=== mem_port_arbiter ===
===== src/rtl/mem_arb_pkg.sv =====
// Shared types and defaults for the fetch/data memory port arbiter.
// Holds the FSM state encoding, the owner encoding and the grant-priority helper.
package mem_arb_pkg;

  localparam int MAX_DM_RUN_DEF = 4;
  // Wide enough for the full 1..15 run-limit range.
  localparam int RUN_W = 4;

  typedef enum logic [1:0] {
    ST_IDLE  = 2'd0,
    ST_ISSUE = 2'd1,
    ST_WAIT  = 2'd2
  } arb_state_t;

  typedef enum logic {
    OWN_IF = 1'b0,
    OWN_DM = 1'b1
  } owner_t;

  typedef struct packed {
    owner_t      owner;
    logic        we;
    logic [31:0] wdata;
    logic [3:0]  wstrb;
  } xact_t;

  // Data port wins ties unless it has used up its run while fetch waits.
  function automatic logic pick_dm(input logic if_req, input logic dm_req, input logic at_max);
    return dm_req & ~(if_req & at_max);
  endfunction

endpackage


===== src/rtl/arb_run_counter.sv =====
// Counts consecutive data-port grants taken while fetch is waiting.
// Saturates at MAX_RUN; clear takes priority over increment.
module arb_run_counter
  import mem_arb_pkg::*;
#(
  parameter int MAX_RUN = MAX_DM_RUN_DEF
) (
  input  logic clk,
  input  logic reset,
  input  logic inc,
  input  logic clr,
  output logic at_max
);

  localparam logic [RUN_W-1:0] MAX_CNT = RUN_W'(MAX_RUN);
  localparam logic [RUN_W-1:0] ONE     = {{(RUN_W-1){1'b0}}, 1'b1};

  logic [RUN_W-1:0] cnt_r;

  // Run counter register: clear, saturating increment, or hold.
  always_ff @(posedge clk or posedge reset) begin
    if (reset) begin
      cnt_r <= {RUN_W{1'b0}};
    end else if (clr) begin
      cnt_r <= {RUN_W{1'b0}};
    end else if (inc && (cnt_r != MAX_CNT)) begin
      cnt_r <= cnt_r + ONE;
    end else begin
      cnt_r <= cnt_r;
    end
  end

  assign at_max = (cnt_r == MAX_CNT);

endmodule


===== src/rtl/mem_port_arbiter.sv =====
// Arbitrates the instruction-fetch and data ports onto one shared memory port.
// One transaction in flight: IDLE grants, ISSUE presents it, WAIT collects read data.
module mem_port_arbiter
  import mem_arb_pkg::*;
#(
  parameter int MAX_DM_RUN = MAX_DM_RUN_DEF,
  parameter int ADDR_W     = 32
) (
  input  logic              clk,
  input  logic              reset,
  input  logic              if_req,
  input  logic [ADDR_W-1:0] if_addr,
  output logic              if_gnt,
  output logic              if_rvalid,
  output logic [31:0]       if_rdata,
  input  logic              dm_req,
  input  logic              dm_we,
  input  logic [ADDR_W-1:0] dm_addr,
  input  logic [31:0]       dm_wdata,
  input  logic [3:0]        dm_wstrb,
  output logic              dm_gnt,
  output logic              dm_rvalid,
  output logic [31:0]       dm_rdata,
  output logic              dm_wdone,
  output logic              mem_req,
  output logic              mem_we,
  output logic [ADDR_W-1:0] mem_addr,
  output logic [31:0]       mem_wdata,
  output logic [3:0]        mem_wstrb,
  input  logic              mem_ready,
  input  logic              mem_rvalid,
  input  logic [31:0]       mem_rdata
);

  arb_state_t        state_r;
  arb_state_t        state_s;
  xact_t             xact_r;
  logic [ADDR_W-1:0] addr_r;
  logic              at_max_s;
  logic              dm_pick_s;
  logic              if_gnt_s;
  logic              dm_gnt_s;
  logic              run_inc_s;
  logic              run_clr_s;

  // Grant decision; grants exist only in IDLE.
  always_comb begin
    dm_pick_s = pick_dm(if_req, dm_req, at_max_s);
    if (state_r == ST_IDLE) begin
      dm_gnt_s = dm_pick_s;
      if_gnt_s = if_req & ~dm_pick_s;
    end else begin
      dm_gnt_s = 1'b0;
      if_gnt_s = 1'b0;
    end
  end

  assign run_inc_s = dm_gnt_s & if_req;
  assign run_clr_s = if_gnt_s | ~if_req;

  arb_run_counter #(
    .MAX_RUN (MAX_DM_RUN)
  ) u_run_cnt (
    .clk    (clk),
    .reset  (reset),
    .inc    (run_inc_s),
    .clr    (run_clr_s),
    .at_max (at_max_s)
  );

  // State register.
  always_ff @(posedge clk or posedge reset) begin
    if (reset) begin
      state_r <= ST_IDLE;
    end else begin
      state_r <= state_s;
    end
  end

  // Next-state logic.
  always_comb begin
    state_s = state_r;
    case (state_r)
      ST_IDLE: begin
        if (if_req || dm_req) begin
          state_s = ST_ISSUE;
        end else begin
          state_s = ST_IDLE;
        end
      end
      ST_ISSUE: begin
        if (mem_ready) begin
          state_s = xact_r.we ? ST_IDLE : ST_WAIT;
        end else begin
          state_s = ST_ISSUE;
        end
      end
      ST_WAIT: begin
        if (mem_rvalid) begin
          state_s = ST_IDLE;
        end else begin
          state_s = ST_WAIT;
        end
      end
      default: state_s = ST_IDLE;
    endcase
  end

  // Owner and payload capture at grant; fetch is always a plain read.
  always_ff @(posedge clk or posedge reset) begin
    if (reset) begin
      xact_r <= '{owner: OWN_IF, we: 1'b0, wdata: 32'd0, wstrb: 4'd0};
      addr_r <= {ADDR_W{1'b0}};
    end else if (dm_gnt_s) begin
      xact_r <= '{owner: OWN_DM, we: dm_we, wdata: dm_wdata, wstrb: dm_wstrb};
      addr_r <= dm_addr;
    end else if (if_gnt_s) begin
      xact_r <= '{owner: OWN_IF, we: 1'b0, wdata: 32'd0, wstrb: 4'd0};
      addr_r <= if_addr;
    end else begin
      xact_r <= xact_r;
      addr_r <= addr_r;
    end
  end

  // Per-state outputs; read responses pass straight through to the owner.
  always_comb begin
    mem_req   = 1'b0;
    mem_we    = 1'b0;
    dm_wdone  = 1'b0;
    if_rvalid = 1'b0;
    dm_rvalid = 1'b0;
    case (state_r)
      ST_ISSUE: begin
        mem_req  = 1'b1;
        mem_we   = xact_r.we;
        dm_wdone = mem_ready & xact_r.we & (xact_r.owner == OWN_DM);
      end
      ST_WAIT: begin
        if_rvalid = mem_rvalid & (xact_r.owner == OWN_IF);
        dm_rvalid = mem_rvalid & (xact_r.owner == OWN_DM);
      end
      default: begin
        mem_req = 1'b0;
      end
    endcase
  end

  assign if_gnt    = if_gnt_s;
  assign dm_gnt    = dm_gnt_s;
  assign mem_addr  = addr_r;
  assign mem_wdata = xact_r.wdata;
  assign mem_wstrb = xact_r.wstrb;
  assign if_rdata  = mem_rdata;
  assign dm_rdata  = mem_rdata;

endmodule


===== config.mk =====
export PLATFORM = sky130hd
export DESIGN_NAME = mem_port_arbiter
export DESIGN_NICKNAME = d
export VERILOG_FILES = /design/src/rtl/mem_arb_pkg.sv /design/src/rtl/arb_run_counter.sv /design/src/rtl/mem_port_arbiter.sv
export SDC_FILE = /design/constraint.sdc
export NUM_CORES = 1
export LEC_CHECK = 0
export ABC_AREA = 0
export CAP_MARGIN = 5
export CELL_PAD_IN_SITES_DETAIL_PLACEMENT = 1
export CELL_PAD_IN_SITES_GLOBAL_PLACEMENT = 1
export CORE_ASPECT_RATIO = 1.75
export CORE_MARGIN = 2
export CORE_UTILIZATION = 24
export CTS_BUF_LIST = sky130_fd_sc_hd__clkbuf_16
export DETAILED_ROUTE_END_ITERATION = 7
export PLACE_DENSITY_LB_ADDON = 0.1
export SLEW_MARGIN = 10
export SYNTH_ARGS = -nofsm -noshare
export SYNTH_HDL_FRONTEND = slang
export SYNTH_HIERARCHICAL = 1
export SYNTH_SLANG_ARGS = --single-unit

===== constraint.sdc =====
create_clock -name clk -period 2.1 [get_ports clk]
set_input_delay 0.315 -clock clk [delete_from_list [all_inputs] [get_ports clk]]
set_output_delay 0.315 -clock clk [all_outputs]
set_load 0.02 [all_outputs]

=== edge_pattern_gen ===
`config.mk`:
```
export PLATFORM = sky130hd
export DESIGN_NAME = edge_pattern_gen
export DESIGN_NICKNAME = d
export VERILOG_FILES = /design/src/rtl/edge_pattern_gen.sv
export SDC_FILE = /design/constraint.sdc
export NUM_CORES = 1
export LEC_CHECK = 0
export CAP_MARGIN = 20
export CORE_MARGIN = 1.5
export CORE_UTILIZATION = 50
export CTS_CLUSTER_SIZE = 10
export DETAILED_ROUTE_END_ITERATION = 16
export PLACE_DENSITY = 0.87
export SLEW_MARGIN = 0
export SYNTH_ARGS = -nofsm -noshare
export SYNTH_HDL_FRONTEND = slang
export SYNTH_SLANG_ARGS = --single-unit
```
`constraint.sdc`:
```
create_clock -name clk -period 2.7 [get_ports clk]
set_input_delay 0.675 -clock clk [delete_from_list [all_inputs] [get_ports clk]]
set_output_delay 0.675 -clock clk [all_outputs]
set_load 0.005 [all_outputs]
```
`src/rtl/edge_pattern_gen.sv`:
```
// Programmable pulse-train generator: high_len cycles high, low_len cycles low, reps times,
// with registered rise/fall markers, busy/done status and synchronous abort.
module edge_pattern_gen #(
  parameter int unsigned CNT_W = 8,
  parameter int unsigned REP_W = 8
) (
  input  logic             clk,
  input  logic             reset,
  input  logic             cmd_valid_i,
  output logic             cmd_ready_o,
  input  logic [CNT_W-1:0] high_len_i,
  input  logic [CNT_W-1:0] low_len_i,
  input  logic [REP_W-1:0] reps_i,
  input  logic             abort_i,
  output logic             wave_o,
  output logic             rise_o,
  output logic             fall_o,
  output logic             busy_o,
  output logic             done_o
);

  typedef enum logic [1:0] {
    S_IDLE = 2'd0,
    S_HIGH = 2'd1,
    S_LOW  = 2'd2
  } state_e;

  state_e           state_q, state_d;
  logic [CNT_W-1:0] cnt_q, cnt_d;
  logic [REP_W-1:0] rep_q, rep_d;
  logic [CNT_W-1:0] high_m1_q, high_m1_d;
  logic [CNT_W-1:0] low_m1_q, low_m1_d;
  logic             wave_q, wave_d;
  logic             rise_q, rise_d;
  logic             fall_q, fall_d;
  logic             done_q, done_d;
  logic             accept;

  // Phase lengths are kept as (len-1) so a zero length behaves like one cycle.
  function automatic logic [CNT_W-1:0] len_m1(input logic [CNT_W-1:0] len);
    return (len == '0) ? '0 : len - CNT_W'(1);
  endfunction

  assign cmd_ready_o = (state_q == S_IDLE) & reset;
  assign accept      = cmd_valid_i & cmd_ready_o;

  always_comb begin
    state_d   = state_q;
    cnt_d     = cnt_q;
    rep_d     = rep_q;
    high_m1_d = high_m1_q;
    low_m1_d  = low_m1_q;
    wave_d    = wave_q;
    rise_d    = 1'b0;
    fall_d    = 1'b0;
    done_d    = 1'b0;

    unique case (state_q)
      S_IDLE: begin
        wave_d = 1'b0;
        if (accept) begin
          high_m1_d = len_m1(high_len_i);
          low_m1_d  = len_m1(low_len_i);
          if (reps_i == '0) begin
            done_d = 1'b1;
          end else begin
            state_d = S_HIGH;
            cnt_d   = len_m1(high_len_i);
            rep_d   = reps_i - REP_W'(1);
            wave_d  = 1'b1;
            rise_d  = 1'b1;
          end
        end
      end

      S_HIGH: begin
        if (abort_i) begin
          state_d = S_IDLE;
          wave_d  = 1'b0;
          fall_d  = wave_q;
        end else if (cnt_q == '0) begin
          state_d = S_LOW;
          cnt_d   = low_m1_q;
          wave_d  = 1'b0;
          fall_d  = 1'b1;
        end else begin
          cnt_d = cnt_q - CNT_W'(1);
        end
      end

      S_LOW: begin
        if (abort_i) begin
          state_d = S_IDLE;
          wave_d  = 1'b0;
          fall_d  = wave_q;
        end else if (cnt_q == '0) begin
          // Repeat counter holds the number of periods still to start after this one.
          if (rep_q == '0) begin
            state_d = S_IDLE;
            done_d  = 1'b1;
          end else begin
            state_d = S_HIGH;
            rep_d   = rep_q - REP_W'(1);
            cnt_d   = high_m1_q;
            wave_d  = 1'b1;
            rise_d  = 1'b1;
          end
        end else begin
          cnt_d = cnt_q - CNT_W'(1);
        end
      end

      default: begin
        state_d = S_IDLE;
        wave_d  = 1'b0;
      end
    endcase
  end

  always_ff @(posedge clk) begin
    if (!reset) begin
      state_q   <= S_IDLE;
      cnt_q     <= '0;
      rep_q     <= '0;
      high_m1_q <= '0;
      low_m1_q  <= '0;
      wave_q    <= 1'b0;
      rise_q    <= 1'b0;
      fall_q    <= 1'b0;
      done_q    <= 1'b0;
    end else begin
      state_q   <= state_d;
      cnt_q     <= cnt_d;
      rep_q     <= rep_d;
      high_m1_q <= high_m1_d;
      low_m1_q  <= low_m1_d;
      wave_q    <= wave_d;
      rise_q    <= rise_d;
      fall_q    <= fall_d;
      done_q    <= done_d;
    end
  end

  assign wave_o = wave_q;
  assign rise_o = rise_q;
  assign fall_o = fall_q;
  assign done_o = done_q;
  assign busy_o = (state_q != S_IDLE);

endmodule

```
==> edge_pattern_gen/clocks.png <==
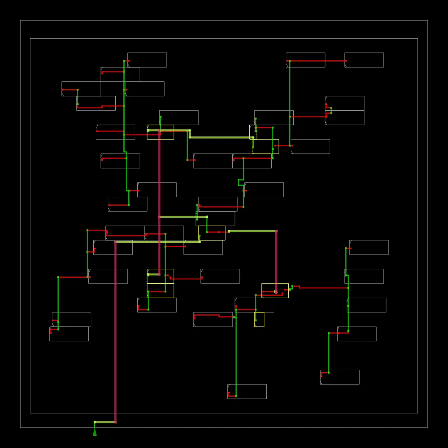
clock skew: 0.00290 ns
CTS Buf Count: 5
clk pwr: 0.407 mW

==> results.json, edge_pattern_gen <==
{
  "cts_setup_buffers": 0,
  "reg2reg_slack_ns": 0.17,
  "synthXorXnorAreaFrac_pct": 3.53,
  "synth_warnings": 0,
  "synth.cellmix.simpleShare_pct": 24.6,
  "chip_area_um2": 5900,
  "ctsResizeCount": 0,
  "hold_path.class": "reg2reg",
  "top_area_share_pct": 27.9,
  "pin_count": 34,
  "area_growth_pct": 18.9,
  "n_clock_buffer": 7,
  "core-area_um2": 5170,
  "criticalPathCategory": "in2reg",
  "cts_tree": "built",
  "ys.flops": 38,
  "synthAdderAreaFrac_pct": 4.59,
  "worstSetupEndpoint": "rep_q[3]",
  "wl_per_cell_um": 16.6,
  "port-buffer-count": 33,
  "htree_levels": 2,
  "ys_seq_share_pct": 27.9,
  "crit_slowest_cell": "nor4b_1",
  "outcome": "complete, no violations",
  "whs_path_depth": 2,
  "logic_gates": 264,
  "place_inst": 440
}
==> edge_pattern_gen: layer usage <==
layer  wire length, µm  GRT usage [%]  up-vias
li1                  -              -     1372
met1              3250           34.1     1324
met2              3400           41.4      173
met3               637           4.05       17
met4               136           10.4        0
met5                 0              0        -
==> edge_pattern_gen: where the power goes <==
group | switching (mW) | internal, mW
Clock | 0.201 | 0.206
Sequential | 0.115 | 0.656
Combinational | 0.767 | 0.495
==> mem_port_arbiter/placement_by_type.png <==
(2 px per µm)
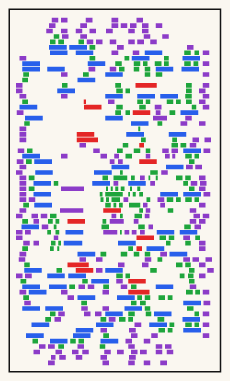
combinational and other logic: drawn in green, cells 179, share of their area 26%. clock drivers and dummy loads: drawn in red, cells 16, share of their area 6.2%. remaining buffers and delay cells: drawn in purple, cells 207, share of their area 36%. sequential cells: drawn in blue, cells 76, share of their area 33%.

==> results.json, mem_port_arbiter <==
{
  "outcome": "complete, no violations",
  "hold_viol_final": 0,
  "setup_viol": 0,
  "rows": 64,
  "crit_slowest_cell": "clkdlybuf4s50_1",
  "synth_cell_types": 35,
  "dp_hpwl_mm": 10.3,
  "power.group.top": "combinational logic",
  "clock_skew_ns": 0.00509,
  "grtUsageMet2_pct": 29.9,
  "groute.usage.overall_pct": 15.9,
  "comb_area_share_pct": 23.9,
  "cts_num_sinks": 76,
  "cts_setup_buffers": 3,
  "ys_seq_share_pct": 44.5
}
## mem_port_arbiter: path summary, 6_finish.rpt
check | startpoint | end | slack, ns | cells after the start
max | state_r[1] | mem_req | 0.1 | 3
min | reset | u_run_cnt/cnt_r[0] | 0.27 | 2
max reg2reg | u_run_cnt/cnt_r[1] | u_run_cnt/cnt_r[3] | 0.29 | 9
min reg2reg | mem_wdata[20] | mem_wdata[20] | 0.50 | 1
max in group asynchronous | reset | state_r[0] | 1.39 | 3
min in group clk | mem_wdata[20] | mem_wdata[20] | 0.50 | 1


==> screenshots <==
M3 wires.
picture 1
(4 px per µm) Cells faint in the background.
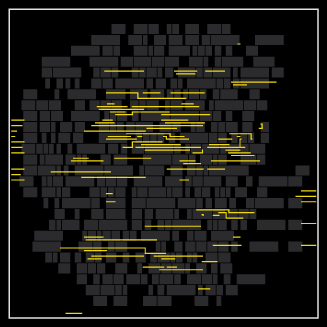
picture 2
(3 px per µm) Cells faint in the background.
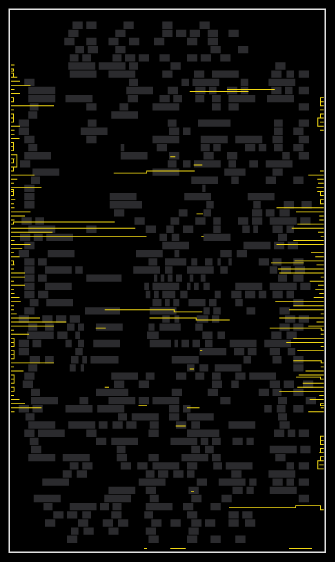
- largest die: picture 2
Picture 2 is mem_port_arbiter.
Picture 1 is edge_pattern_gen.

Key to picture 1:
66 nets have wire on it. The wires run mostly horizontal.

Power and IR drop assume default switching activity.
